==================== block 1
### config.mk
export PLATFORM = sky130hd
export DESIGN_NAME = ram_port_arbiter_flat
export DESIGN_NICKNAME = d
export VERILOG_FILES = /design/src/rtl/ram_port_arbiter_if.sv /design/src/rtl/ram_port_arbiter.sv /design/src/flat_wrapper.sv
export SDC_FILE = /design/constraint.sdc
export NUM_CORES = 1
export LEC_CHECK = 0
export ABC_AREA = 0
export ABC_CLOCK_PERIOD_IN_PS = 7300
export CAP_MARGIN = 5
export CORE_MARGIN = 10
export CORE_UTILIZATION = 37
export DETAILED_ROUTE_END_ITERATION = 6
export PLACE_DENSITY = 0.86
export SYNTH_ARGS = -nofsm -noshare
export SYNTH_HDL_FRONTEND = slang
export SYNTH_SLANG_ARGS = --single-unit
### constraint.sdc
create_clock -name i_clk -period 7.3 [get_ports i_clk]
set_clock_uncertainty 0.1 [all_clocks]
set_input_delay 1.46 -clock i_clk [delete_from_list [all_inputs] [get_ports i_clk]]
set_output_delay 1.46 -clock i_clk [all_outputs]
set_load 0.01 [all_outputs]
### src/rtl/ram_port_arbiter_if.sv
// Bus bundle between the sample-RAM port arbiter, its requesters and the RAM port.
// The arbiter takes the slave side; requesters and the RAM model sit on the master side.
interface ram_port_arbiter_if #(
  parameter int NUM_REQ      = 4,
  parameter int ADDRESS_SIZE = 8,
  parameter int DATA_SIZE    = 8
);
  logic [NUM_REQ-1:0]                   req_valid;
  logic [NUM_REQ-1:0]                   req_we;
  logic [NUM_REQ-1:0]                   req_lock;
  logic [NUM_REQ-1:0][ADDRESS_SIZE-1:0] req_addr;
  logic [NUM_REQ-1:0][DATA_SIZE-1:0]    req_wdata;
  logic [NUM_REQ-1:0]                   req_ready;
  logic [NUM_REQ-1:0]                   resp_valid;
  logic [DATA_SIZE-1:0]                 resp_data;
  logic [ADDRESS_SIZE-1:0]              ram_addr;
  logic                                 ram_we;
  logic                                 ram_re;
  logic [DATA_SIZE-1:0]                 ram_w_data;
  logic [DATA_SIZE-1:0]                 ram_r_data;

  modport slave (
    input  req_valid, req_we, req_lock, req_addr, req_wdata, ram_r_data,
    output req_ready, resp_valid, resp_data, ram_addr, ram_we, ram_re, ram_w_data
  );

  modport master (
    output req_valid, req_we, req_lock, req_addr, req_wdata, ram_r_data,
    input  req_ready, resp_valid, resp_data, ram_addr, ram_we, ram_re, ram_w_data
  );
endinterface

### src/rtl/ram_port_arbiter.sv
// Round-robin arbiter sharing one sample-RAM port among NUM_REQ requesters, with
// burst locking (bounded by MAX_LOCK) and read-data routing across the 1-cycle RAM latency.
module ram_port_arbiter #(
  parameter int NUM_REQ      = 4,
  parameter int ADDRESS_SIZE = 8,
  parameter int DATA_SIZE    = 8,
  parameter int MAX_LOCK     = 16
) (
  input  logic                 i_clk,
  input  logic                 i_res,
  ram_port_arbiter_if.slave    bus
);

  localparam int IDX_W = (NUM_REQ > 1) ? $clog2(NUM_REQ) : 1;
  localparam int CNT_W = $clog2(MAX_LOCK + 1);

  typedef logic [IDX_W-1:0] idx_t;
  typedef logic [CNT_W-1:0] cnt_t;

  idx_t               rr_ptr_q,     rr_ptr_d;
  logic               lock_vld_q,   lock_vld_d;
  idx_t               lock_owner_q, lock_owner_d;
  cnt_t               lock_cnt_q,   lock_cnt_d;
  logic [NUM_REQ-1:0] rd_tag_q,     rd_tag_d;

  logic               gnt_vld;
  idx_t               gnt_idx;
  logic [NUM_REQ-1:0] gnt_oh;
  cnt_t               cnt_inc;

  logic [NUM_REQ-1:0]      req_ready_c;
  logic [NUM_REQ-1:0]      resp_valid_c;
  logic [DATA_SIZE-1:0]    resp_data_c;
  logic [ADDRESS_SIZE-1:0] ram_addr_c;
  logic                    ram_we_c;
  logic                    ram_re_c;
  logic [DATA_SIZE-1:0]    ram_w_data_c;

  function automatic idx_t wrap_add(input idx_t base, input int k);
    int s;
    s = int'(base) + k;
    if (s >= NUM_REQ) s = s - NUM_REQ;
    return idx_t'(s);
  endfunction

  // State register
  always_ff @(posedge i_clk or negedge i_res) begin
    if (!i_res) begin
      rr_ptr_q     <= '0;
      lock_vld_q   <= 1'b0;
      lock_owner_q <= '0;
      lock_cnt_q   <= '0;
      rd_tag_q     <= '0;
    end else begin
      rr_ptr_q     <= rr_ptr_d;
      lock_vld_q   <= lock_vld_d;
      lock_owner_q <= lock_owner_d;
      lock_cnt_q   <= lock_cnt_d;
      rd_tag_q     <= rd_tag_d;
    end
  end

  // A valid lock owner wins outright; otherwise first valid requester from rr_ptr upward.
  always_comb begin
    gnt_vld = 1'b0;
    gnt_idx = '0;
    if (lock_vld_q && bus.req_valid[lock_owner_q]) begin
      gnt_vld = 1'b1;
      gnt_idx = lock_owner_q;
    end else begin
      for (int k = 0; k < NUM_REQ; k++) begin
        if (!gnt_vld && bus.req_valid[wrap_add(rr_ptr_q, k)]) begin
          gnt_vld = 1'b1;
          gnt_idx = wrap_add(rr_ptr_q, k);
        end
      end
    end
  end

  for (genvar gi = 0; gi < NUM_REQ; gi++) begin : g_onehot
    assign gnt_oh[gi] = gnt_vld && (gnt_idx == idx_t'(gi));
  end

  // Next-state: pointer, lock bookkeeping and read tag
  always_comb begin
    rr_ptr_d     = rr_ptr_q;
    lock_vld_d   = lock_vld_q;
    lock_owner_d = lock_owner_q;
    lock_cnt_d   = lock_cnt_q;
    rd_tag_d     = '0;
    cnt_inc      = cnt_t'(1);

    if (lock_vld_q && !bus.req_valid[lock_owner_q]) begin
      lock_vld_d   = 1'b0;
      lock_owner_d = '0;
      lock_cnt_d   = '0;
    end

    if (gnt_vld) begin
      if (!bus.req_we[gnt_idx]) rd_tag_d = gnt_oh;

      if (lock_vld_q && (lock_owner_q == gnt_idx)) cnt_inc = lock_cnt_q + cnt_t'(1);

      if (bus.req_lock[gnt_idx] && (cnt_inc < cnt_t'(MAX_LOCK))) begin
        lock_vld_d   = 1'b1;
        lock_owner_d = gnt_idx;
        lock_cnt_d   = cnt_inc;
      end else begin
        // Either an unlocked transfer or a lock that just used up its MAX_LOCK budget.
        lock_vld_d   = 1'b0;
        lock_owner_d = '0;
        lock_cnt_d   = '0;
        rr_ptr_d     = wrap_add(gnt_idx, 1);
      end
    end
  end

  // Outputs are forced quiet while reset is held, even if requests are present.
  always_comb begin
    req_ready_c  = '0;
    resp_valid_c = '0;
    resp_data_c  = '0;
    ram_addr_c   = '0;
    ram_we_c     = 1'b0;
    ram_re_c     = 1'b0;
    ram_w_data_c = '0;
    if (i_res) begin
      if (gnt_vld) begin
        req_ready_c = gnt_oh;
        ram_addr_c  = bus.req_addr[gnt_idx];
        ram_we_c    = bus.req_we[gnt_idx];
        ram_re_c    = !bus.req_we[gnt_idx];
        if (bus.req_we[gnt_idx]) ram_w_data_c = bus.req_wdata[gnt_idx];
      end
      resp_valid_c = rd_tag_q;
      if (|rd_tag_q) resp_data_c = bus.ram_r_data;
    end
  end

  assign bus.req_ready  = req_ready_c;
  assign bus.resp_valid = resp_valid_c;
  assign bus.resp_data  = resp_data_c;
  assign bus.ram_addr   = ram_addr_c;
  assign bus.ram_we     = ram_we_c;
  assign bus.ram_re     = ram_re_c;
  assign bus.ram_w_data = ram_w_data_c;

endmodule

### src/flat_wrapper.sv
// flat-port wrapper written by rule: the top's interface ports become plain ports
module ram_port_arbiter_flat 
#(
  parameter int NUM_REQ      = 4,
  parameter int ADDRESS_SIZE = 8,
  parameter int DATA_SIZE    = 8,
  parameter int MAX_LOCK     = 16
)
  (i_clk, i_res, bus_req_valid, bus_req_we, bus_req_lock, bus_req_addr, bus_req_wdata, bus_ram_r_data, bus_req_ready, bus_resp_valid, bus_resp_data, bus_ram_addr, bus_ram_we, bus_ram_re, bus_ram_w_data);
  ram_port_arbiter_if #(.NUM_REQ(NUM_REQ), .ADDRESS_SIZE(ADDRESS_SIZE), .DATA_SIZE(DATA_SIZE)) bus_i ();
  input  logic i_clk;
  input  logic i_res;
  input wire logic [$bits(bus_i.req_valid)-1:0] bus_req_valid;
  input wire logic [$bits(bus_i.req_we)-1:0] bus_req_we;
  input wire logic [$bits(bus_i.req_lock)-1:0] bus_req_lock;
  input wire logic [$bits(bus_i.req_addr)-1:0] bus_req_addr;
  input wire logic [$bits(bus_i.req_wdata)-1:0] bus_req_wdata;
  input wire logic [$bits(bus_i.ram_r_data)-1:0] bus_ram_r_data;
  output wire logic [$bits(bus_i.req_ready)-1:0] bus_req_ready;
  output wire logic [$bits(bus_i.resp_valid)-1:0] bus_resp_valid;
  output wire logic [$bits(bus_i.resp_data)-1:0] bus_resp_data;
  output wire logic [$bits(bus_i.ram_addr)-1:0] bus_ram_addr;
  output wire logic [$bits(bus_i.ram_we)-1:0] bus_ram_we;
  output wire logic [$bits(bus_i.ram_re)-1:0] bus_ram_re;
  output wire logic [$bits(bus_i.ram_w_data)-1:0] bus_ram_w_data;
  assign bus_i.req_valid = bus_req_valid;
  assign bus_i.req_we = bus_req_we;
  assign bus_i.req_lock = bus_req_lock;
  assign bus_i.req_addr = bus_req_addr;
  assign bus_i.req_wdata = bus_req_wdata;
  assign bus_i.ram_r_data = bus_ram_r_data;
  assign bus_req_ready = bus_i.req_ready;
  assign bus_resp_valid = bus_i.resp_valid;
  assign bus_resp_data = bus_i.resp_data;
  assign bus_ram_addr = bus_i.ram_addr;
  assign bus_ram_we = bus_i.ram_we;
  assign bus_ram_re = bus_i.ram_re;
  assign bus_ram_w_data = bus_i.ram_w_data;
  ram_port_arbiter #(.NUM_REQ(NUM_REQ), .ADDRESS_SIZE(ADDRESS_SIZE), .DATA_SIZE(DATA_SIZE), .MAX_LOCK(MAX_LOCK)) u_core (.i_clk(i_clk), .i_res(i_res), .bus(bus_i));
endmodule
==================== block 2
<file path="src/rtl/rc4_pkg.sv">
// Shared RC4 definitions used by the S-box init, key-scheduling and decrypt stages.
package rc4_pkg;

    localparam int RC4_N             = 256;
    localparam int RC4_AW            = 8;
    localparam int RC4_MAX_KEY_BYTES = 32;

    typedef logic [7:0] byte_t;

    typedef enum logic [2:0] {
        IDLE,
        RD_I,
        LD_I,
        RD_J,
        LD_J,
        WR_I,
        WR_J,
        DONE
    } ksa_state_t;

    // Key byte k of a key_bytes-long key, MSB first, held right-aligned in key.
    function automatic byte_t key_byte(input logic [RC4_MAX_KEY_BYTES*8-1:0] key,
                                       input int key_bytes,
                                       input byte_t k);
        key_byte = '0;
        for (int b = 0; b < RC4_MAX_KEY_BYTES; b++) begin
            if (b == key_bytes - 1 - int'(k))
                key_byte = key[b*8 +: 8];
        end
    endfunction

endpackage

</file>
<file path="src/rtl/rc4_ksa.sv">
// RC4 key-scheduling stage: permutes the identity S-box in the shared single-port RAM
// using the latched key, six cycles per index, then waits for downstream acknowledge.
module rc4_ksa
    import rc4_pkg::*;
#(
    parameter int KEY_BYTES = 3
) (
    input  logic                   clk,
    input  logic                   reset_n,
    input  logic                   start,
    input  logic                   done_ack,
    input  logic [KEY_BYTES*8-1:0] secret_key,
    output logic [RC4_AW-1:0]      mem_addr,
    output logic [7:0]             mem_wdata,
    output logic                   mem_wren,
    input  logic [7:0]             mem_rdata,
    output logic                   busy,
    output logic                   ksa_done
);

    ksa_state_t             state;
    byte_t                  i, j, k;
    byte_t                  si;
    logic [KEY_BYTES*8-1:0] key_q;

    logic [RC4_MAX_KEY_BYTES*8-1:0] key_ext;
    byte_t                          j_next;
    logic                           last_iter;

    // NOTE: every variable written in always_comb gets a default first, so no latch is inferred.
    always_comb begin
        key_ext                  = '0;
        key_ext[KEY_BYTES*8-1:0] = key_q;
    end

    assign j_next    = j + mem_rdata + key_byte(key_ext, KEY_BYTES, k);
    assign last_iter = (i == byte_t'(RC4_N - 1));

    // Outputs are registered: each branch loads the values the *next* state presents.
    // mem_wdata doubles as the S[j] holding register during WR_I.
    // NOTE: sequential state uses non-blocking assignments only, so every branch sees pre-edge values.
    always_ff @(posedge clk or negedge reset_n) begin
        if (!reset_n) begin
            state     <= IDLE;
            i         <= '0;
            j         <= '0;
            k         <= '0;
            si        <= '0;
            key_q     <= '0;
            mem_addr  <= '0;
            mem_wdata <= '0;
            mem_wren  <= 1'b0;
            busy      <= 1'b0;
            ksa_done  <= 1'b0;
        end else begin
            mem_wdata <= '0;
            mem_wren  <= 1'b0;
            mem_addr  <= i;
            case (state)
                IDLE: begin
                    if (start) begin
                        state    <= RD_I;
                        i        <= '0;
                        j        <= '0;
                        k        <= '0;
                        key_q    <= secret_key;
                        mem_addr <= '0;
                        busy     <= 1'b1;
                    end
                end
                RD_I: state <= LD_I;
                LD_I: begin
                    si       <= mem_rdata;
                    j        <= j_next;
                    mem_addr <= j_next;
                    state    <= RD_J;
                end
                RD_J: state <= LD_J;
                LD_J: begin
                    mem_wdata <= mem_rdata;
                    mem_wren  <= 1'b1;
                    state     <= WR_I;
                end
                WR_I: begin
                    mem_addr  <= j;
                    mem_wdata <= si;
                    mem_wren  <= 1'b1;
                    state     <= WR_J;
                end
                WR_J: begin
                    if (last_iter) begin
                        state    <= DONE;
                        busy     <= 1'b0;
                        ksa_done <= 1'b1;
                    end else begin
                        i        <= i + 1'b1;
                        k        <= (k == byte_t'(KEY_BYTES - 1)) ? '0 : k + 1'b1;
                        mem_addr <= i + 1'b1;
                        state    <= RD_I;
                    end
                end
                DONE: begin
                    if (done_ack) begin
                        state    <= IDLE;
                        ksa_done <= 1'b0;
                    end
                end
                default: begin
                    state    <= IDLE;
                    busy     <= 1'b0;
                    ksa_done <= 1'b0;
                end
            endcase
        end
    end

endmodule

</file>
<file path="config.mk">
export PLATFORM = sky130hd
export DESIGN_NAME = rc4_ksa
export DESIGN_NICKNAME = d
export VERILOG_FILES = /design/src/rtl/rc4_pkg.sv /design/src/rtl/rc4_ksa.sv
export SDC_FILE = /design/constraint.sdc
export NUM_CORES = 1
export LEC_CHECK = 0
export CAP_MARGIN = 10
export CELL_PAD_IN_SITES_DETAIL_PLACEMENT = 0
export CELL_PAD_IN_SITES_GLOBAL_PLACEMENT = 2
export CORE_ASPECT_RATIO = 0.7
export CORE_UTILIZATION = 35
export DETAILED_ROUTE_END_ITERATION = 8
export PLACE_DENSITY = 0.78
export SLEW_MARGIN = 20
export SYNTH_ARGS = -nofsm -noshare
export SYNTH_HDL_FRONTEND = slang
export SYNTH_SLANG_ARGS = --single-unit
export TNS_END_PERCENT = 10
</file>
<file path="constraint.sdc">
create_clock -name clk -period 4.6 [get_ports clk]
set_input_delay 0.69 -clock clk [delete_from_list [all_inputs] [get_ports clk]]
set_output_delay 0.69 -clock clk [all_outputs]
set_load 0.01 [all_outputs]
</file>

## Gallery

Cell outlines without signal wires.
(a)
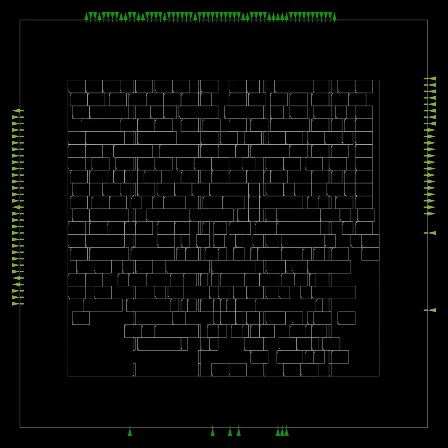
(b)
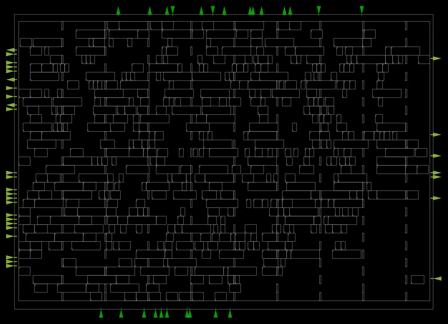
block 2 -> (b)
block 1 -> (a)

Block 1, routed metal per tile:
Drawn at 4 px/um. The die is cut into 17 by 17 equal tiles; dark blue is low, red is high, scaled to the fullest tile. Values are wire area over tile area, all layers added.
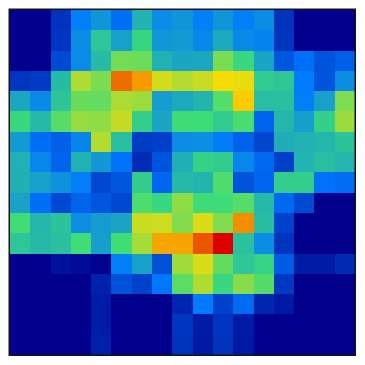
emptiest ninth of the die: south-west
mean over tiles: 0.14
tiles over half the peak: 19%
fullest tile: 0.50

Block 1, register map, names as in the netlist:
Drawn at 6 px/um.
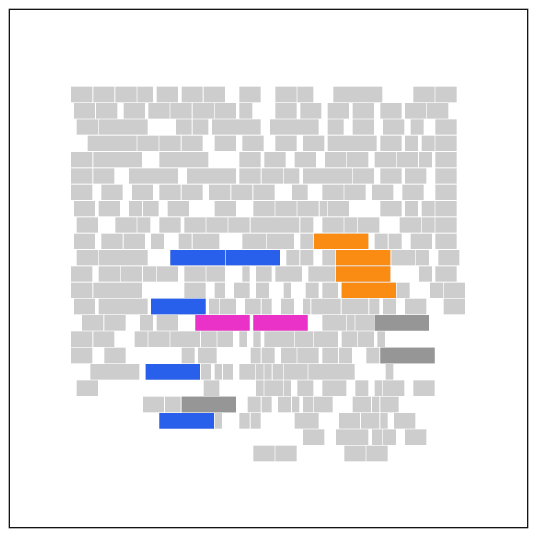
legend:
  magenta:
    netlist_name: u_core.lock_owner_q
    placed_flops: 2
  blue:
    netlist_name: u_core.lock_cnt_q
    placed_flops: 5
  orange:
    netlist_name: u_core.rd_tag_q
    placed_flops: 4
P_seq: 0.129 mW
FF/Latch Area: 350.3 um^2

==> run summary, block 1 <==
Implementation results.

The post-cts hold-fix buffer tally is 0. Sequential cells placed in the final layout were counted as 14. The mapped cell area is 1619 um^2. The cell family contributing the most delay on the critical path is buffers and inverters. The number of inserted filler cells in the final layout is 327. sky130_fd_sc_hd__mux4_2 is the most common cell in the netlist. The primary flip-flop cell chosen by synthesis mapping is sky130_fd_sc_hd__dfrtp_1. The finished layout holds 327 standard cells, fillers aside. The worst pin sits at a relative slew slack of 42.17%.

The flow ran to the end, and the final reports show no timing, DRC or antenna violations. The hold slack is 406.3 ps. In the final report, the number of pins over their slew limit comes to 0. The clock period minus final worst setup slack is 6432 ps. The via count is 1809. The area recorded from the Yosys report for this design is 1619 um^2. Yosys reports that the most numerous cell types are sky130_fd_sc_hd__mux4_2 (16), sky130_fd_sc_hd__and2_1 (14), sky130_fd_sc_hd__dfrtp_1 (14). The number of warnings issued by yosys is 0. The hold violation total from the final report is 0. The largest incremental delay on the critical path is 720 ps. The net count of the mapped netlist is 250.
-- block 1: layer usage --
| metal | GRT usage [%] | vias up | routed length (um) |
|---|---|---|---|
| met5 | 0 | - | 0 |
| met4 | 3.144 | 0 | 60 |
| met3 | 7.758 | 6 | 606 |
| met2 | 30.22 | 85 | 3445 |
| met1 | 17.89 | 849 | 2321 |
| li1 | - | 869 | - |
-- block 1: power breakdown --
group | internal, mW | switching, mW
registers | 0.103 | 0.0252
clock network | 0.0364 | 0.0248
logic | 0.343 | 0.271
total | 0.483 | 0.321
Block 2, register map, names as in the netlist:
Drawn at 4 px/um.
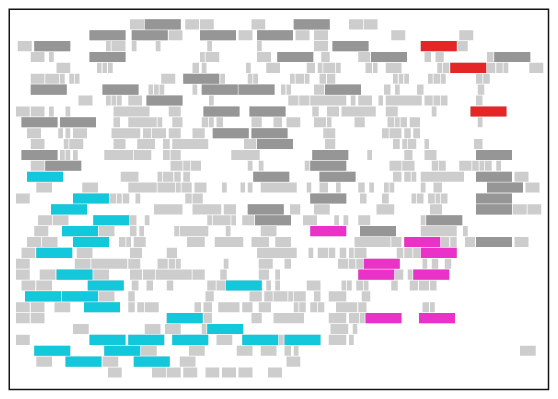
legend:
  magenta:
    netlist_name: k
    placed_flops: 8
  red:
    netlist_name: state
    placed_flops: 3
  cyan:
    netlist_name: key_q
    placed_flops: 24
not colored: 43

==> run summary, block 2 <==
Implementation results.

Yosys stat counts 433 cells in the synthesized netlist. The placed wire-length estimate is 7439 um. The overall overflow remaining after global route is 0. The post-placement setup slack is 188.7 ps. The placement-stage cell area is 4961 um^2. The internal power of the cells totals 2.294 mW. The clock tree cell share of total cell area is 5.638%. The leakage power figure is 2.329 nW. Before antenna repair, the detailed router went through 4 iterations. According to the floorplan log, the row count is 33. The xor-xnor portion of the synthesized cell area is 1.834%.

TritonCTS built the clock tree. The last weighted congestion value of the routability-driven placer is 0.8157. Between clock sinks in the finished design, the worst skew comes to 5.019 ps.

The total placed cells including tap cells is 625. The die outline height is 94.72 um. At the later pin of the worst-skew pair, clock insertion delay measures 340 ps. The flop share of the area is 36.96%.

The cell taking the most area after synthesis is sky130_fd_sc_hd__dfrtp_1. The run finished with clean final reports. The mapped cell area is 4298 um^2. The AND-OR/OR-AND share of the synthesized area is 17.18%. The non-clock buffer count in the final layout is 56. Net switching is 40.72% of the power. By instance count after routing, the leading logic cell types are sky130_fd_sc_hd__dfrtp_1 (78), sky130_fd_sc_hd__nand2_1 (62), sky130_fd_sc_hd__clkdlybuf4s50_1 (53). The dominant kind of cell is multi-input combinational cells.

STA classifies the critical path endpoint as a register. The number of synthesized register bits is 78. Nets still carrying antenna violations after routing amount to 0. The sequential standard cell area is 1952 um^2. The design draws 3.869 mW. Along the critical path, the tally of buffer and inverter instances is 1.

The chip area in the Yosys report is 4298 um^2. The fraction of met1 tracks used by global routing is 27.36%. The post-cts hold-fix buffer tally is 0. The final-report max-slew violation count is 0. The synthesis run shows the most used standard cells to be sky130_fd_sc_hd__dfrtp_1 (78), sky130_fd_sc_hd__nand2_1 (62), sky130_fd_sc_hd__nor2_1 (38), sky130_fd_sc_hd__o21ai_0 (34), sky130_fd_sc_hd__mux2_2 (24). The number of primary I/O pins is 55. The cell area after layout is 5281 um^2. Wire segments on met3 add up to 430 um in the final route. Per report_power, the top consumer among the power groups is combinational cells. The via count of the first global-routing pass is 3188.

The global routing report lists met2 layer usage as 25.04%. The number of DRC violations after detailed-routing iteration 0 is 217. The detailed router placed 3304 vias in this run. Looking at the cell usage after synthesis, the top flip-flop cell is sky130_fd_sc_hd__dfrtp_1.
-- block 2: how the worst max path moves through the flow --
stage,start,to,slack (ps),depth (start not counted)
floorplan,k[0],mem_addr[7],540,16
global placement,k[0],mem_addr[7],320,16
detailed placement,k[0],j[7],190,17
CTS,k[0],mem_addr[7],170,17
global route,k[0],j[7],20,16
finish,k[0],mem_addr[7],300,16
-- block 2: state kept, by name, indices dropped and copies added (netlist names) --
register and count:
k 8, mem_wdata 8, mem_wren 1, ksa_done 1, si 8, key_q 24, mem_addr 8, busy 1
i 8, j 8, state 3

==================== block 3
Block 3, routed metal per tile:
Drawn at 2 px/um. The die is cut into 29 by 29 equal tiles; dark blue is low, red is high, scaled to the fullest tile. Values are wire area over tile area, all layers added.
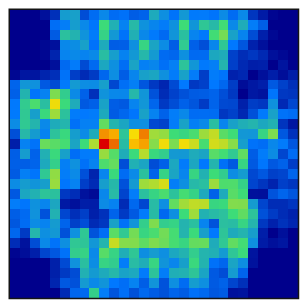

===== config.mk =====
export PLATFORM = sky130hd
export DESIGN_NAME = fetch_unit
export DESIGN_NICKNAME = d
export VERILOG_FILES = /design/src/rtl/fetch_unit_pkg.sv /design/src/rtl/fetch_unit_target.sv /design/src/rtl/fetch_unit.sv
export SDC_FILE = /design/constraint.sdc
export NUM_CORES = 1
export LEC_CHECK = 0
export CAP_MARGIN = 20
export CORE_MARGIN = 2
export CORE_UTILIZATION = 42
export DETAILED_ROUTE_END_ITERATION = 10
export PLACE_DENSITY = 0.89
export SLEW_MARGIN = 20
export SYNTH_ARGS = -nofsm -noshare
export SYNTH_HDL_FRONTEND = slang
export SYNTH_HIERARCHICAL = 1
export SYNTH_SLANG_ARGS = --single-unit

===== constraint.sdc =====
create_clock -name CLK -period 3.64 [get_ports CLK]
set_input_delay 0.546 -clock CLK [delete_from_list [all_inputs] [get_ports CLK]]
set_output_delay 0.546 -clock CLK [all_outputs]
set_load 0.02 [all_outputs]

===== src/rtl/fetch_unit_pkg.sv =====
// fetch_unit_pkg: shared types and state constants for the instruction-fetch stage
package fetch_unit_pkg;
  typedef logic [31:0] word_t;
  typedef enum logic [1:0] {PC_SEQ = 2'b00, PC_JR = 2'b01, PC_J = 2'b10, PC_BR = 2'b11} pcsrc_t;
  typedef logic [1:0] fetch_state_t;
  localparam fetch_state_t FETCH  = 2'd0;
  localparam fetch_state_t HOLD   = 2'd1;
  localparam fetch_state_t HALTED = 2'd2;
endpackage


===== src/rtl/fetch_unit_target.sv =====
// pc_target_calc: combinational redirect target selection for JR, J/JAL and taken branch
module pc_target_calc
  import fetch_unit_pkg::*;
(
  input  pcsrc_t      i_src,
  input  word_t       i_npc,
  input  word_t       i_jr,
  input  logic [25:0] i_j,
  input  logic [15:0] i_imm,
  output word_t       o_target
);
  always_comb
    o_target = (i_src == PC_JR) ? {i_jr[31:2], 2'b00} :
               (i_src == PC_J)  ? {i_npc[31:28], i_j, 2'b00} :
                                  i_npc + {{14{i_imm[15]}}, i_imm, 2'b00};
endmodule


===== src/rtl/fetch_unit.sv =====
// fetch_unit: owns the PC, issues single-outstanding I-cache reads and holds the fetched word for decode
module fetch_unit
  import fetch_unit_pkg::*;
#(
  parameter word_t PC_INIT = 32'h0000_0000
) (
  input  logic        CLK,
  input  logic        RST,
  input  logic        ihit,
  input  word_t       imemload,
  output logic        imemREN,
  output word_t       imemaddr,
  output word_t       instr,
  output logic        instr_valid,
  input  logic        instr_ready,
  output word_t       instr_pc,
  output word_t       instr_npc,
  input  logic        redirect,
  input  logic [1:0]  pc_src,
  input  word_t       redir_npc,
  input  word_t       jr_target,
  input  logic [25:0] j_addr,
  input  logic [15:0] br_imm16,
  input  logic        halt,
  output logic        halted
);
  fetch_state_t r_state;
  word_t        r_pc, r_instr, r_ipc, r_npc, w_target;
  logic         r_valid, w_redir, w_free;
  pc_target_calc u_target (
    .i_src   (pcsrc_t'(pc_src)),
    .i_npc   (redir_npc),
    .i_jr    (jr_target),
    .i_j     (j_addr),
    .i_imm   (br_imm16),
    .o_target(w_target)
  );
  assign w_redir     = redirect && (pc_src != 2'b00);
  assign w_free      = !r_valid || instr_ready;
  assign imemREN     = (r_state == FETCH);
  assign imemaddr    = r_pc;
  assign instr       = r_instr;
  assign instr_valid = r_valid;
  assign instr_pc    = r_ipc;
  assign instr_npc   = r_npc;
  assign halted      = (r_state == HALTED);
  // halt outranks redirect, which outranks any same-cycle hit or handshake
  always_ff @(posedge CLK) begin
    if (RST) begin
      r_state <= FETCH;
      r_pc    <= PC_INIT;
      r_valid <= 1'b0;
      r_instr <= '0;
      r_ipc   <= '0;
      r_npc   <= '0;
    end else if (halt) begin
      r_state <= HALTED;
      r_valid <= 1'b0;
    end else if (r_state != HALTED) begin
      if (w_redir) begin
        r_pc    <= w_target;
        r_valid <= 1'b0;
        r_state <= FETCH;
      end else if (r_state == HOLD) begin
        if (instr_ready) begin
          r_valid <= 1'b0;
          r_state <= FETCH;
        end
      end else if (ihit && w_free) begin
        r_instr <= imemload;
        r_ipc   <= r_pc;
        r_npc   <= r_pc + 32'd4;
        r_valid <= 1'b1;
        r_pc    <= r_pc + 32'd4;
      end else if (ihit) begin
        r_state <= HOLD;
      end else if (instr_ready) begin
        r_valid <= 1'b0;
      end
    end
  end
endmodule


==================== block 4
<file path="src/rtl/serial_subtractor.sv">
// Bit-serial subtractor: computes A - B - bin one bit per clock, LSB first,
// and presents diff/bout/ovf as registered results with a single-cycle done.
module serial_subtractor #(
    parameter int unsigned WIDTH = 8
) (
    input  logic             CLK,
    input  logic             R,
    input  logic             start,
    input  logic [WIDTH-1:0] A,
    input  logic [WIDTH-1:0] B,
    input  logic             bin,
    output logic             busy,
    output logic             done,
    output logic [WIDTH-1:0] diff,
    output logic             bout,
    output logic             ovf
);

    localparam int unsigned CW = (WIDTH > 1) ? $clog2(WIDTH) : 1;

    typedef enum logic [1:0] {
        IDLE = 2'd0,
        RUN  = 2'd1,
        DONE = 2'd2
    } state_t;

    state_t           state;
    logic [WIDTH-1:0] a_sh;
    logic [WIDTH-1:0] b_sh;
    logic [WIDTH-1:0] res_sh;
    logic             brw;
    logic [CW-1:0]    cnt;

    logic             a0_c;
    logic             b0_c;
    logic             d_c;
    logic             brw_next_c;
    logic             last_c;

    // One-bit full-subtractor slice on the current LSBs and borrow
    always_comb begin
        a0_c       = a_sh[0];
        b0_c       = b_sh[0];
        d_c        = a0_c ^ b0_c ^ brw;
        brw_next_c = (~a0_c & b0_c) | (~(a0_c ^ b0_c) & brw);
        last_c     = (cnt == CW'(WIDTH - 1));
    end

    // Control FSM, datapath shift registers and registered results
    always_ff @(posedge CLK) begin
        if (R) begin
            state  <= IDLE;
            busy   <= 1'b0;
            done   <= 1'b0;
            diff   <= '0;
            bout   <= 1'b0;
            ovf    <= 1'b0;
            a_sh   <= '0;
            b_sh   <= '0;
            res_sh <= '0;
            brw    <= 1'b0;
            cnt    <= '0;
        end else begin
            case (state)
                IDLE: begin
                    done <= 1'b0;
                    if (start) begin
                        a_sh  <= A;
                        b_sh  <= B;
                        brw   <= bin;
                        cnt   <= '0;
                        busy  <= 1'b1;
                        state <= RUN;
                    end
                end
                RUN: begin
                    a_sh   <= a_sh >> 1;
                    b_sh   <= b_sh >> 1;
                    res_sh <= {d_c, res_sh[WIDTH-1:1]};
                    brw    <= brw_next_c;
                    cnt    <= cnt + CW'(1);
                    if (last_c) begin
                        // brw here is the borrow into the MSB slice
                        diff  <= {d_c, res_sh[WIDTH-1:1]};
                        bout  <= brw_next_c;
                        ovf   <= brw ^ brw_next_c;
                        done  <= 1'b1;
                        state <= DONE;
                    end
                end
                DONE: begin
                    done  <= 1'b0;
                    busy  <= 1'b0;
                    state <= IDLE;
                end
                default: begin
                    done  <= 1'b0;
                    busy  <= 1'b0;
                    state <= IDLE;
                end
            endcase
        end
    end

endmodule

</file>
<file path="config.mk">
export PLATFORM = sky130hd
export DESIGN_NAME = serial_subtractor
export DESIGN_NICKNAME = d
export VERILOG_FILES = /design/src/rtl/serial_subtractor.sv
export SDC_FILE = /design/constraint.sdc
export NUM_CORES = 1
export LEC_CHECK = 0
export CAP_MARGIN = 20
export CORE_MARGIN = 4
export CORE_UTILIZATION = 51
export CTS_CLUSTER_DIAMETER = 120
export DETAILED_ROUTE_END_ITERATION = 16
export PLACE_DENSITY_LB_ADDON = 0.2
export REMOVE_ABC_BUFFERS = 1
export SLEW_MARGIN = 30
export SYNTH_ARGS = -nofsm -noshare
export SYNTH_HDL_FRONTEND = slang
export SYNTH_SLANG_ARGS = --single-unit
</file>
<file path="constraint.sdc">
create_clock -name CLK -period 1.9 [get_ports CLK]
set_clock_uncertainty 0.15 [all_clocks]
set_input_delay 0.38 -clock CLK [delete_from_list [all_inputs] [get_ports CLK]]
set_output_delay 0.38 -clock CLK [all_outputs]
set_load 0.05 [all_outputs]
</file>
==================== block 5
==> src/rtl/elastic_buffer_read_controller.sv <==
// Read side of the RX elastic buffer in the recovered-to-local clock crossing.
// Advances the binary read pointer, holds the fill level near centre by repeating
// or dropping SKP symbols, and falls back to refilling when the buffer runs dry.
module elastic_buffer_read_controller #(
    parameter int                    ADDRESS_WIDTH  = 4,
    parameter int                    DATA_WIDTH     = 9,
    parameter logic [DATA_WIDTH-1:0] SKP_SYMBOL     = 9'h11C,
    parameter int                    START_LEVEL    = 8,
    parameter int                    LOW_THRESHOLD  = 6,
    parameter int                    HIGH_THRESHOLD = 10
) (
    input  logic                     clock,
    input  logic                     reset,
    input  logic [ADDRESS_WIDTH:0]   write_pointer_sync,
    input  logic [DATA_WIDTH-1:0]    read_data,
    output logic [ADDRESS_WIDTH:0]   read_pointer,
    output logic [DATA_WIDTH-1:0]    data_out,
    output logic                     data_valid,
    output logic [ADDRESS_WIDTH:0]   occupancy,
    output logic                     skp_added,
    output logic                     skp_removed,
    output logic                     underflow
);

    localparam int PW = ADDRESS_WIDTH + 1;

    // Thresholds narrowed to pointer width so all level comparisons are same-width.
    localparam logic [PW-1:0] START_LVL = START_LEVEL[PW-1:0];
    localparam logic [PW-1:0] LOW_LVL   = LOW_THRESHOLD[PW-1:0];
    localparam logic [PW-1:0] HIGH_LVL  = HIGH_THRESHOLD[PW-1:0];
    localparam logic [PW-1:0] PTR_ONE   = {{ADDRESS_WIDTH{1'b0}}, 1'b1};
    localparam logic [PW-1:0] PTR_ZERO  = '0;

    typedef enum logic {
        FILL = 1'b0,
        RUN  = 1'b1
    } state_e;

    state_e                 state_q, state_d;
    logic [PW-1:0]          readPtr_q, readPtr_d;
    logic [DATA_WIDTH-1:0]  dataOut_q, dataOut_d;
    logic                   dataValid_q, dataValid_d;
    logic                   adjusted_q, adjusted_d;
    logic                   skpAdded_q, skpAdded_d;
    logic                   skpRemoved_q, skpRemoved_d;
    logic                   underflow_q, underflow_d;
    logic                   headIsSkp;

    // Fill level is a plain modulo difference, so pointer wrap needs no special case.
    assign occupancy = write_pointer_sync - readPtr_q;
    assign headIsSkp = (read_data == SKP_SYMBOL);

    // Next-state logic: FILL waits for the start level; RUN reads one symbol per cycle,
    // with underflow taking precedence over SKP insert, then SKP delete, then a normal read.
    always_comb begin
        state_d      = state_q;
        readPtr_d    = readPtr_q;
        dataOut_d    = dataOut_q;
        dataValid_d  = 1'b0;
        adjusted_d   = adjusted_q;
        skpAdded_d   = 1'b0;
        skpRemoved_d = 1'b0;
        underflow_d  = 1'b0;
        case (state_q)
            FILL: begin
                if (occupancy >= START_LVL) begin
                    state_d = RUN;
                end
            end
            RUN: begin
                if (occupancy == PTR_ZERO) begin
                    underflow_d = 1'b1;
                    state_d     = FILL;
                end else if (headIsSkp && !adjusted_q && (occupancy < LOW_LVL)) begin
                    dataOut_d   = read_data;
                    dataValid_d = 1'b1;
                    adjusted_d  = 1'b1;
                    skpAdded_d  = 1'b1;
                end else if (headIsSkp && !adjusted_q && (occupancy > HIGH_LVL)) begin
                    readPtr_d    = readPtr_q + PTR_ONE;
                    adjusted_d   = 1'b1;
                    skpRemoved_d = 1'b1;
                end else begin
                    dataOut_d   = read_data;
                    dataValid_d = 1'b1;
                    readPtr_d   = readPtr_q + PTR_ONE;
                    if (!headIsSkp) begin
                        adjusted_d = 1'b0;
                    end
                end
            end
            default: begin
                state_d = FILL;
            end
        endcase
    end

    // State and output registers; reset abandons any symbol in flight immediately.
    always_ff @(posedge clock or negedge reset) begin
        if (!reset) begin
            state_q      <= FILL;
            readPtr_q    <= '0;
            dataOut_q    <= '0;
            dataValid_q  <= 1'b0;
            adjusted_q   <= 1'b0;
            skpAdded_q   <= 1'b0;
            skpRemoved_q <= 1'b0;
            underflow_q  <= 1'b0;
        end else begin
            state_q      <= state_d;
            readPtr_q    <= readPtr_d;
            dataOut_q    <= dataOut_d;
            dataValid_q  <= dataValid_d;
            adjusted_q   <= adjusted_d;
            skpAdded_q   <= skpAdded_d;
            skpRemoved_q <= skpRemoved_d;
            underflow_q  <= underflow_d;
        end
    end

    assign read_pointer = readPtr_q;
    assign data_out     = dataOut_q;
    assign data_valid   = dataValid_q;
    assign skp_added    = skpAdded_q;
    assign skp_removed  = skpRemoved_q;
    assign underflow    = underflow_q;

endmodule

==> config.mk <==
export PLATFORM = sky130hd
export DESIGN_NAME = elastic_buffer_read_controller
export DESIGN_NICKNAME = d
export VERILOG_FILES = /design/src/rtl/elastic_buffer_read_controller.sv
export SDC_FILE = /design/constraint.sdc
export NUM_CORES = 1
export LEC_CHECK = 0
export CORE_MARGIN = 8
export CORE_UTILIZATION = 40
export DETAILED_ROUTE_END_ITERATION = 8
export PLACE_DENSITY = 0.84
export SYNTH_ARGS = -nofsm -noshare
export SYNTH_HDL_FRONTEND = slang
export SYNTH_SLANG_ARGS = --single-unit
==> constraint.sdc <==
create_clock -name clock -period 2.7 [get_ports clock]
set_clock_uncertainty 0.15 [all_clocks]
set_input_delay 0.405 -clock clock [delete_from_list [all_inputs] [get_ports clock]]
set_output_delay 0.405 -clock clock [all_outputs]
set_load 0.02 [all_outputs]
Block 5, register map, names as in the netlist:
Drawn at 8 px/um.
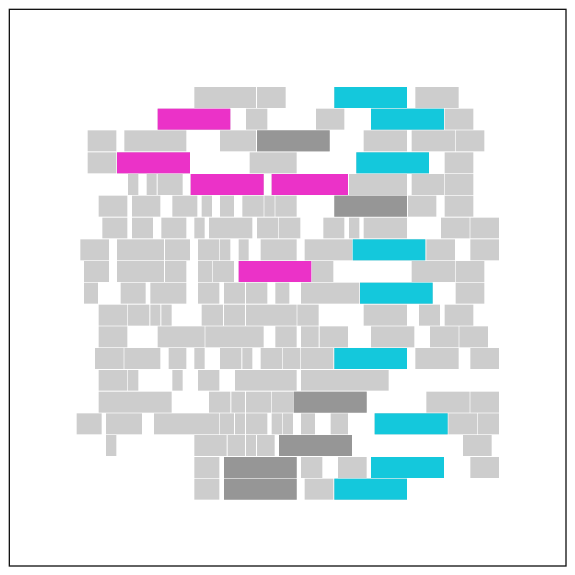
legend:
  magenta:
    netlist_name: read_pointer
    placed_flops: 5
  cyan:
    netlist_name: data_out
    placed_flops: 9
core occupancy in the finished layout: 68.70%
flop share of the area: 26.72%
FF/Latch Area: 501.7 um^2

Block 5, cell outlines without signal wires:
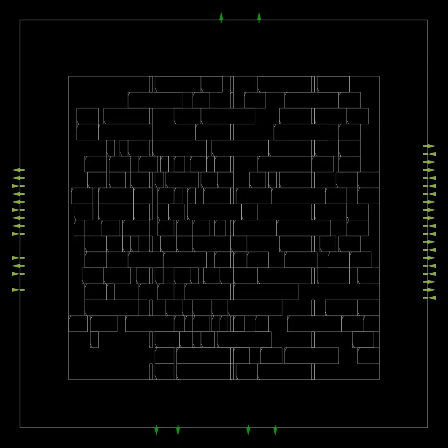
final sequential cell count: 20
std cell rows: 19
Finished Layout Cells: 189
# fillers: 206

==> run summary, block 5 <==
Implementation results.

The placement-stage cell area is 1740 um^2. The register with the most flip-flops in the layout has 9 of them. The number of warnings issued by yosys is 0.

For this run, the detailed router reports a per-instance via density of 5.053. The top cell type in the final layout, fill and taps aside, is sky130_fd_sc_hd__clkdlybuf4s50_1. The power group with the highest consumption is combinational cells. The via count is 955.

The power report attributes to the sequential group a share of 18.5%. After detailed routing, the number of remaining DRC violations is 0. Before placement the cells fill 41.74% of the core. Hold is met by 269.9 ps. The net count of the finished layout is 181.

The critical path goes through ha_4, inv_2, fa_2, or4_4, nor3_4, a211oi_4, o31ai_4, mux2_4. Per the OpenROAD power report, leakage power amounts to 0.8538 nW. The tap cell count is 31. The period utilization is 101.3%. The final reports fail on negative setup slack.

The smallest setup slack after layout is -34.26 ps. Global routing used 21.72% of the available met2 tracks. The cell family contributing the most delay on the critical path is simple AND/OR/NAND/NOR gates. The last weighted congestion value of the routability-driven placer is 0.8090. The final report lists the setup-violating endpoint count as 1.

The total placed cells including tap cells is 181. The number of gates on the worst path with buffers counted is 8. Setup slack on the worst path after placement came out at -618.0 ps.

Per the layout area report, the combinational fraction of cell area is 38.11%. The cell area that synthesis handed to floorplanning was 1141 um^2. The initial antenna violation count is 0. Per STA, the highest per-stage delay on the worst path measures 460 ps. The number of DRC violations after detailed-routing iteration 0 is 29. The signed area change from the synthesized netlist to the final layout is 64.58%. The run finished, with violations left. When the netlist entered floorplanning its net count stood at 115. The power dissipated in combinational cells is 1.99 mW.
==> block 5: cell families after synthesis <==
family / count (synthesis) / synth area share [%]
XOR/XNOR: 8 / 7.457
multiplexers: 10 / 12.83
buffers and inverters: 9 / 2.960
adder cells (fa/ha/maj): 6 / 7.237
AND/OR/NAND/NOR: 28 / 15.68
AND-OR/OR-AND: 12 / 9.979
flip-flops: 20 / 43.86
==> block 5: repair_timing <==
| action | in CTS | in global routing |
|---|---|---|
| buffers inserted | 2 | 1 |
| pin swaps | 7 | 5 |
| setup endpoints to repair | 20 | 15 |
| resized | 11 | 7 |
| cloned | 1 | 0 |
Block 4, signal wires by layer:
Drawn at 6 px/um. Two of the layers only.
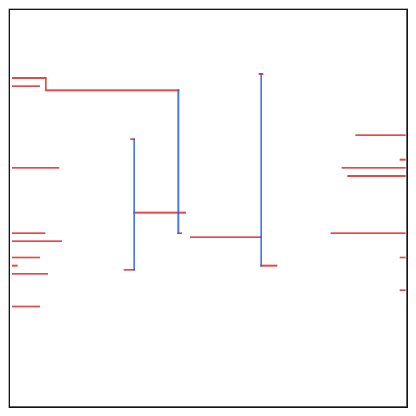
legend:
  blue:
    layer: M4
    wire_length: 77.5 um
  red:
    layer: M3
    wire_length: 137 um
average detailed-routed wire length per instance: 12.68 um
Total Routed Length: 3259 um
via count of the routed design: 1338
GRT Total Usage: 17.18%

==> run summary, block 4 <==
Implementation results.

In the power breakdown, the biggest contributor is sequential cells. Leaving out the clock tree, the finished layout contains an inverter count of 3. The repair_antennas step left the layout with diodes totalling 0. The floorplan has 20 rows. The flow ran to the end, and the final reports show no timing, DRC or antenna violations. In the power breakdown, the internal column shows 1.343 mW. The fraction of layout cells with a size suffix above 1 is 16.43%. The leading cell type in the layout, fill and taps excluded is sky130_fd_sc_hd__dfxtp_1. The number of buffers on the longest clock path is 2. The number of primary I/O pins is 32.

The last weighted congestion value of the routability-driven placer is 0.7646. The cell chosen for the clock root is sky130_fd_sc_hd__clkbuf_4. The power density of the placed cells is 833.1 nW/um^2. Yosys reports a chip area of 1720 um^2. On the reported timing paths, the clock transition at the registers reads 120 ps. The largest incremental delay on the critical path is 410 ps. The report puts the hold buffer count at CTS at 0. The count of flip-flops with a built-in enable after synthesis is 0. The AND-OR/OR-AND share of the synthesized area is 18.47%. The smallest setup slack after layout is 225.1 ps.
## block 4: through the flow
step / total power [mW] / TNS, ps / std cells / cell area, um^2 / hold slack (ps)
4_1_cts: 1.784 / 0 / 257 / 2121 / 319.8
2_1_floorplan: 1.085 / -61.26 / 169 / 1625 / 276.0
3_3_place_gp: 1.187 / 0 / 249 / 2036 / 293.1
6_report: 1.767 / 0 / 257 / 2121 / 316.5
5_1_grt: 1.852 / 0 / 257 / 2121 / 339.5
3_5_place_dp: 1.200 / 0 / 249 / 2036 / 301.1
Block 3, cell outlines without signal wires:
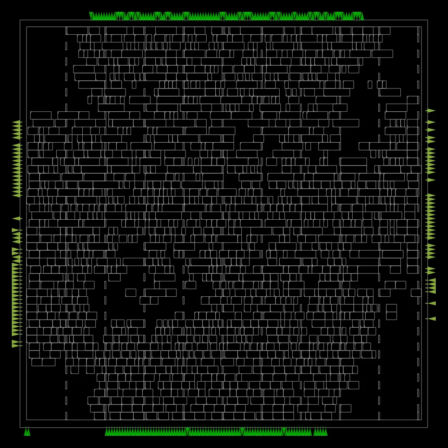
Finished Layout Cells: 1646
# fillers: 1673
Core Area: 19330 um^2
well-tap cell count: 265
final sequential cell count: 129

## Picture notes: 'routed metal per tile' of block 3
mean over tiles: 0.23
emptiest ninth of the die: north-east
nearly empty tiles: 10%
Total Routed Length: 29060 um
via count of the routed design: 9247

==> run summary, block 3 <==
Implementation results.

In the final layout, non-clock buffers account for 27.06% of the cell area. The average wire length per cell after detail routing is 17.65 um. The post-route utilization of the core is recorded as 62.46%. The min-delay analysis places its worst path in the category register to register. The net switching power in the latest report is 1.270 mW.

The primary flip-flop cell chosen by synthesis mapping is sky130_fd_sc_hd__dfxtp_1. The power dissipated in combinational cells is 1.16 mW. The number of synthesized register bits is 129. As logged by OpenROAD, the buffers inserted on ports number 274.

The cell with the largest stage delay on the worst path is sky130_fd_sc_hd__clkdlybuf4s50_1. The async set-reset flop share out of synthesis is 0%. The number of search-and-repair iterations in the first detailed-routing pass is 5.

The kind of capture point of the worst setup path is a register. The peak supply drop is 0.3823 mV. Summed over all nets, wire length on met3 after detailed routing comes to 1907 um.

The number of signal-net inverters in the final layout is 21. Per STA, the worst path accumulates the most delay in the family AND-OR/OR-AND gates. Summed over all routing layers, the global router reports a total usage of 27.09%. The end of the critical path is imemaddr[31]. The xor-xnor portion of the synthesized cell area is 5.225%. Prior to clock tree synthesis, the placed netlist has a worst setup slack of -494.8 ps. In this run the vertical extent of the chip is 143.8 um.

Of the combinational cells, the family taking the most area is AND-OR/OR-AND gates. The count of clock tree sinks is 129. The capturing point of the worst reg2reg path is instr_npc[30]. The fraction of cell area in multi-input combinational cells is reported as 43.71%. The total of cells resized after clock tree synthesis is 1.

The worst setup slack for register-to-register paths is 960 ps. The power density of the placed cells is 352.7 nW/um^2. Looking at the area split, the leading class of cells is multi-input combinational cells.

The run finished with clean final reports. The design internal power is 2.989 mW. For this design the top-level I/O count stands at 277. The count of nets left with antenna violations once routing finished came out at 0. For the worst-skew pair, the clock arrives at the later sink with an insertion delay of 410 ps.

For this run, combinational gates with multiple inputs come to 860. The chip area in the Yosys report is 8214 um^2. In the final report, the number of pins over their slew limit comes to 0.

The clock tree cell share of total cell area is 4.445%. The hold violation total from the final report is 0. The worst-case reg-to-reg path depth is 6. The post-cts hold-fix buffer tally is 0. The length of routed wiring on met1 is 11180 um. The cell chosen for the clock root is sky130_fd_sc_hd__clkbuf_16.

The startpoint of the lowest-slack hold path is instr[31]. The global routing stage identified its most utilized layer as met2.
[block 3: synthesized netlist by cell type, drive strengths merged (14+ instances only)]
cell	number	area, um^2
a211oi	44	335.3
a21oi	139	703.2
and2	18	112.6
buf	22	115.1
clkbuf	61	232.7
dfxtp	129	2582
ha	30	375.4
inv	21	78.82
mux2i	34	340.3
nand2	195	732.0
nand3	31	172.7
nand4	15	93.84
nor2	82	307.8
nor3	14	75.07
o21ai	42	210.2
xnor2	24	210.2
xor2	25	219.0

==================== block 6
[src/rtl/seg_scan_ctrl_pkg.sv]
// Shared types and constants for the multiplexed 8-digit hex display scanner.
package seg_scan_ctrl_pkg;

  typedef enum logic {
    SCAN_BLANK = 1'b0,
    SCAN_SHOW  = 1'b1
  } scan_state_t;

  localparam int NUM_DIGITS = 8;

  localparam logic [7:0] AN_OFF  = 8'hFF;
  localparam logic [7:0] SEG_OFF = 8'hFF;

  // active-low {dp,g,f,e,d,c,b,a}, dp off
  localparam logic [7:0] HEX_TAB [16] = '{
    8'hC0, 8'hF9, 8'hA4, 8'hB0, 8'h99, 8'h92, 8'h82, 8'hF8,
    8'h80, 8'h90, 8'h88, 8'h83, 8'hC6, 8'hA1, 8'h86, 8'h8E
  };

endpackage

[src/rtl/seg_scan_ctrl_hex7seg.sv]
// Combinational 4-bit code to active-low seven-segment pattern.
module hex7seg
  import seg_scan_ctrl_pkg::*;
(
  input  logic [3:0] code,
  output logic [7:0] seg
);

  assign seg = HEX_TAB[code];

endmodule

[src/rtl/seg_scan_ctrl.sv]
// Four-byte display buffer shared by a keyboard shifter and a CPU port,
// scanned onto eight multiplexed hex digits with a blanking gap per slot.
module seg_scan_ctrl
  import seg_scan_ctrl_pkg::*;
#(
  parameter int DIV   = 50000,
  parameter int BLANK = 64
) (
  input  logic       clk,
  input  logic       rst,
  input  logic       kbd_valid,
  input  logic [7:0] kbd_data,
  input  logic       cpu_we,
  input  logic [1:0] cpu_addr,
  input  logic [7:0] cpu_wdata,
  input  logic       cpu_lock,
  output logic       cpu_ack,
  output logic       kbd_drop,
  output logic [7:0] SEG,
  output logic [7:0] AN
);

  localparam int DIG_W = $clog2(NUM_DIGITS);

  logic [7:0]       byte_buf [4];
  logic             pend_q;
  logic             shift;
  logic             cpu_wr;
  logic [15:0]      tick;
  logic [DIG_W-1:0] dig;
  scan_state_t      state;
  logic [7:0]       sel_byte;
  logic [3:0]       nibble;
  logic [7:0]       hex_seg;

  // A write deferred by a keyboard shift owns the next cycle outright.
  assign shift  = kbd_valid & ~cpu_lock & ~pend_q;
  assign cpu_wr = cpu_we & ~shift;

  always_ff @(posedge clk or posedge rst) begin
    if (rst) begin
      for (int i = 0; i < 4; i++) byte_buf[i] <= '0;
      pend_q   <= 1'b0;
      cpu_ack  <= 1'b0;
      kbd_drop <= 1'b0;
    end else begin
      if (shift) begin
        byte_buf[0] <= kbd_data;
        byte_buf[1] <= byte_buf[0];
        byte_buf[2] <= byte_buf[1];
        byte_buf[3] <= byte_buf[2];
      end else if (cpu_we) begin
        byte_buf[cpu_addr] <= cpu_wdata;
      end
      pend_q   <= shift & cpu_we;
      cpu_ack  <= cpu_wr;
      kbd_drop <= kbd_valid & ~shift;
    end
  end

  assign sel_byte = byte_buf[dig[DIG_W-1:1]];
  assign nibble   = dig[0] ? sel_byte[7:4] : sel_byte[3:0];

  hex7seg u_hex (
    .code (nibble),
    .seg  (hex_seg)
  );

  always_ff @(posedge clk or posedge rst) begin
    if (rst) begin
      tick  <= '0;
      dig   <= '0;
      state <= SCAN_BLANK;
      AN    <= AN_OFF;
      SEG   <= SEG_OFF;
    end else begin
      tick <= (tick == 16'(DIV - 1)) ? '0 : tick + 16'd1;
      case (state)
        SCAN_BLANK: begin
          AN  <= AN_OFF;
          SEG <= SEG_OFF;
          if (tick == 16'(BLANK - 1)) state <= SCAN_SHOW;
        end
        SCAN_SHOW: begin
          AN  <= ~(8'b1 << dig);
          SEG <= hex_seg;
          if (tick == 16'(DIV - 1)) begin
            state <= SCAN_BLANK;
            dig   <= dig + 1'b1;
          end
        end
        default: state <= SCAN_BLANK;
      endcase
    end
  end

endmodule

[config.mk]
export PLATFORM = sky130hd
export DESIGN_NAME = seg_scan_ctrl
export DESIGN_NICKNAME = d
export VERILOG_FILES = /design/src/rtl/seg_scan_ctrl_pkg.sv /design/src/rtl/seg_scan_ctrl_hex7seg.sv /design/src/rtl/seg_scan_ctrl.sv
export SDC_FILE = /design/constraint.sdc
export NUM_CORES = 1
export LEC_CHECK = 0
export CORE_ASPECT_RATIO = 1.4
export CORE_UTILIZATION = 45
export DETAILED_ROUTE_END_ITERATION = 10
export PLACE_DENSITY = 0.78
export SKIP_CTS_REPAIR_TIMING = 1
export SLEW_MARGIN = 20
export SYNTH_ARGS = -nofsm -noshare
export SYNTH_HDL_FRONTEND = slang
export SYNTH_HIERARCHICAL = 1
export SYNTH_SLANG_ARGS = --single-unit
[constraint.sdc]
create_clock -name clk -period 6.4 [get_ports clk]
set_input_delay 1.6 -clock clk [delete_from_list [all_inputs] [get_ports clk]]
set_output_delay 1.6 -clock clk [all_outputs]
set_load 0.03 [all_outputs]
==> run summary <==
Implementation results.

The arithmetic-cell share of the synthesized area counting full adders, half adders and majority gates is 4.849%. The largest registers in the layout are byte_buf: 32 flops, tick: 16 flops. After synthesis, the most frequently instantiated cells are sky130_fd_sc_hd__nand2_1 (57), sky130_fd_sc_hd__dfrtp_1 (55), sky130_fd_sc_hd__mux2i_1 (39), sky130_fd_sc_hd__o21ai_0 (33), sky130_fd_sc_hd__nor2_1 (18).

The first global-routing pass estimated 11920 um of wire. The required time of the critical path is 4800 ps. The number of primary I/O pins is 41. The sequential power share is 52.5%. The switching power total is 0.2747 mW.

The launching element type of the critical path is a register. The run finished with clean final reports. The number of DRC violations after detailed routing is 0.

In this run, the synthesized area fraction spent on and/or/nand/nor cells is recorded as 16.07%. TritonCTS reports the number of clock sinks as 71. The number of buffers on the longest clock path is 2. The layout has 653 filler cells. The via count of the first global-routing pass is 2580.

In the synthesized netlist the async set-or-reset flop fraction comes to 100.0%. Of the available clock period, the critical path in the final layout requires 48.91%. The slew at the pin closest to its max-slew limit is 859.9 ps. The power in sequential cells is 0.521 mW.

The analysis reports a worst IR drop on VDD of 0.09350 mV. STA shows the worst min-delay path finishing at tick[0]. The number of clock buffers added by TritonCTS is 9.

The end of the critical path is SEG[0]. Combinational logic is responsible for 15.7% of the overall power. The starting density of the core is 46.61%.
==> kinds of logic (layout without fill, tap and decap cells) <==
kind of cell               after synthesis  count (layout)
AOI/OAI and AO/OA                       41              41
DFF                                     71              71
xor gates and xnor gates                14              14
buffers and inverters                   25              67
muxes                                   49              49
and+or+nand+nor                        119             119
adders and majority gates               14              14
other                                    1               1
==> cell usage in the layout, fill, tap and decap left out, drive strengths merged, types with 14 or more instances in the layout <==
cell            n
ha             14
mux2i          39
dfrtp          55
clkdlybuf4s50  40
nor2           18
o21ai          35
dfstp          16
nand2          58
Block 6, signal wires by layer:
Drawn at 3 px/um. Two of the layers only.
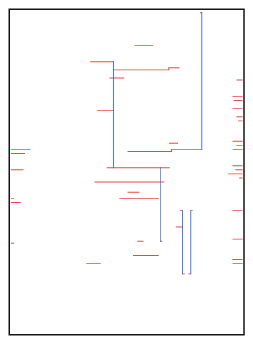
legend:
  red:
    layer: M3
    wire_length: 216 um
  blue:
    layer: M4
    wire_length: 148 um
average detailed-routed wire length per instance: 14.19 um
via count of the routed design: 2521
Total Routed Length: 6755 um
GRT Total Usage: 18.58%

Block 6, cell outlines without signal wires:
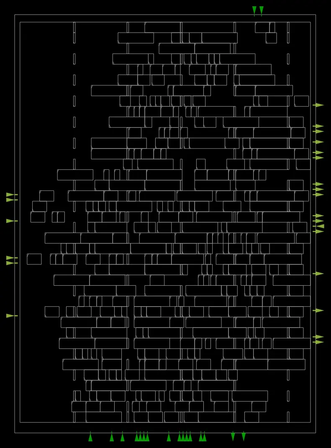
flop share of the area: 42.16%
std cell rows: 38



## Gallery

Wires at chosen ports, followed through buffers.
panel A
Drawn at 8 px/um.
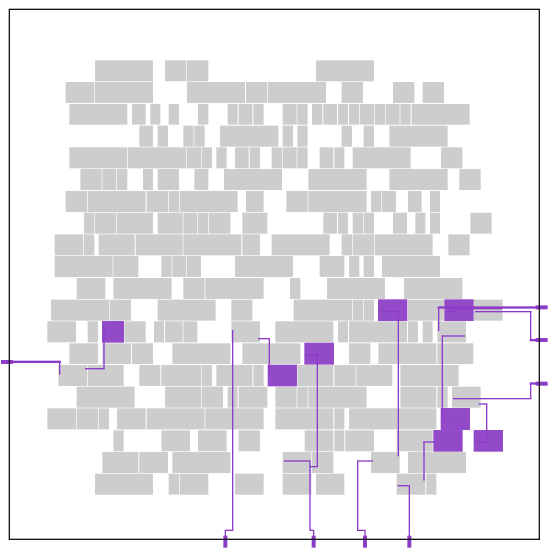
panel B
Drawn at 6 px/um.
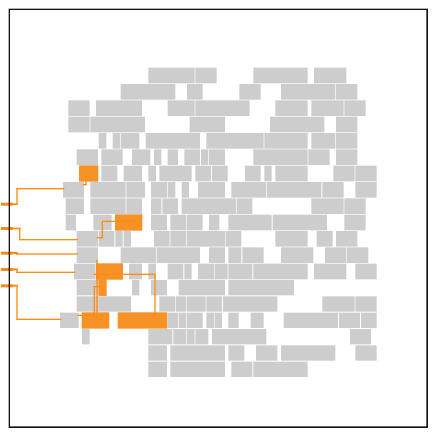
panel C
Drawn at 6 px/um.
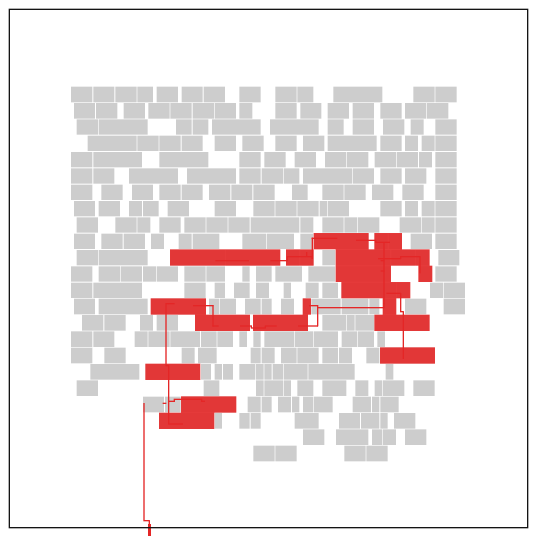
panel D
Drawn at 4 px/um.
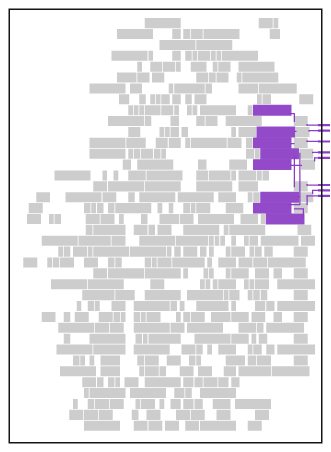
panel E
Drawn at 3 px/um.
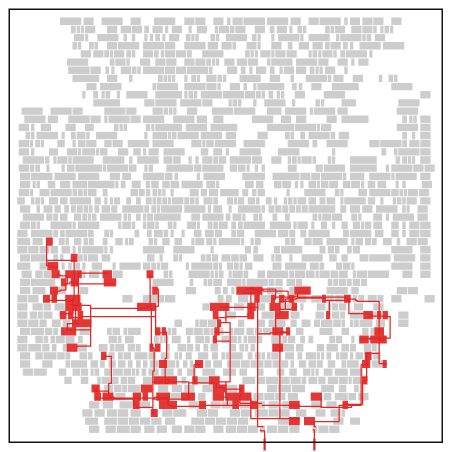
panel F
Drawn at 4 px/um.
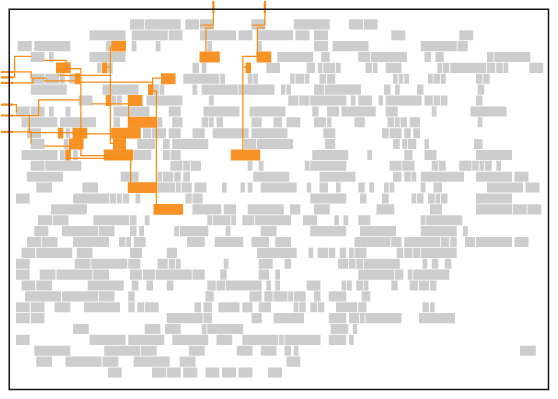
| from | picture |
|---|---|
| block 5 | panel B |
| block 3 | panel E |
| block 6 | panel D |
| block 1 | panel C |
| block 4 | panel A |
| block 2 | panel F |

Key to panel E:
legend:
  red:
    port: pc_src
    bits: 2
    direction: input
    edge: south
    end_cells: 107
    buffers: 4
    wire: 980 um

No activity file was given, so power comes from the tool's default toggle rates.
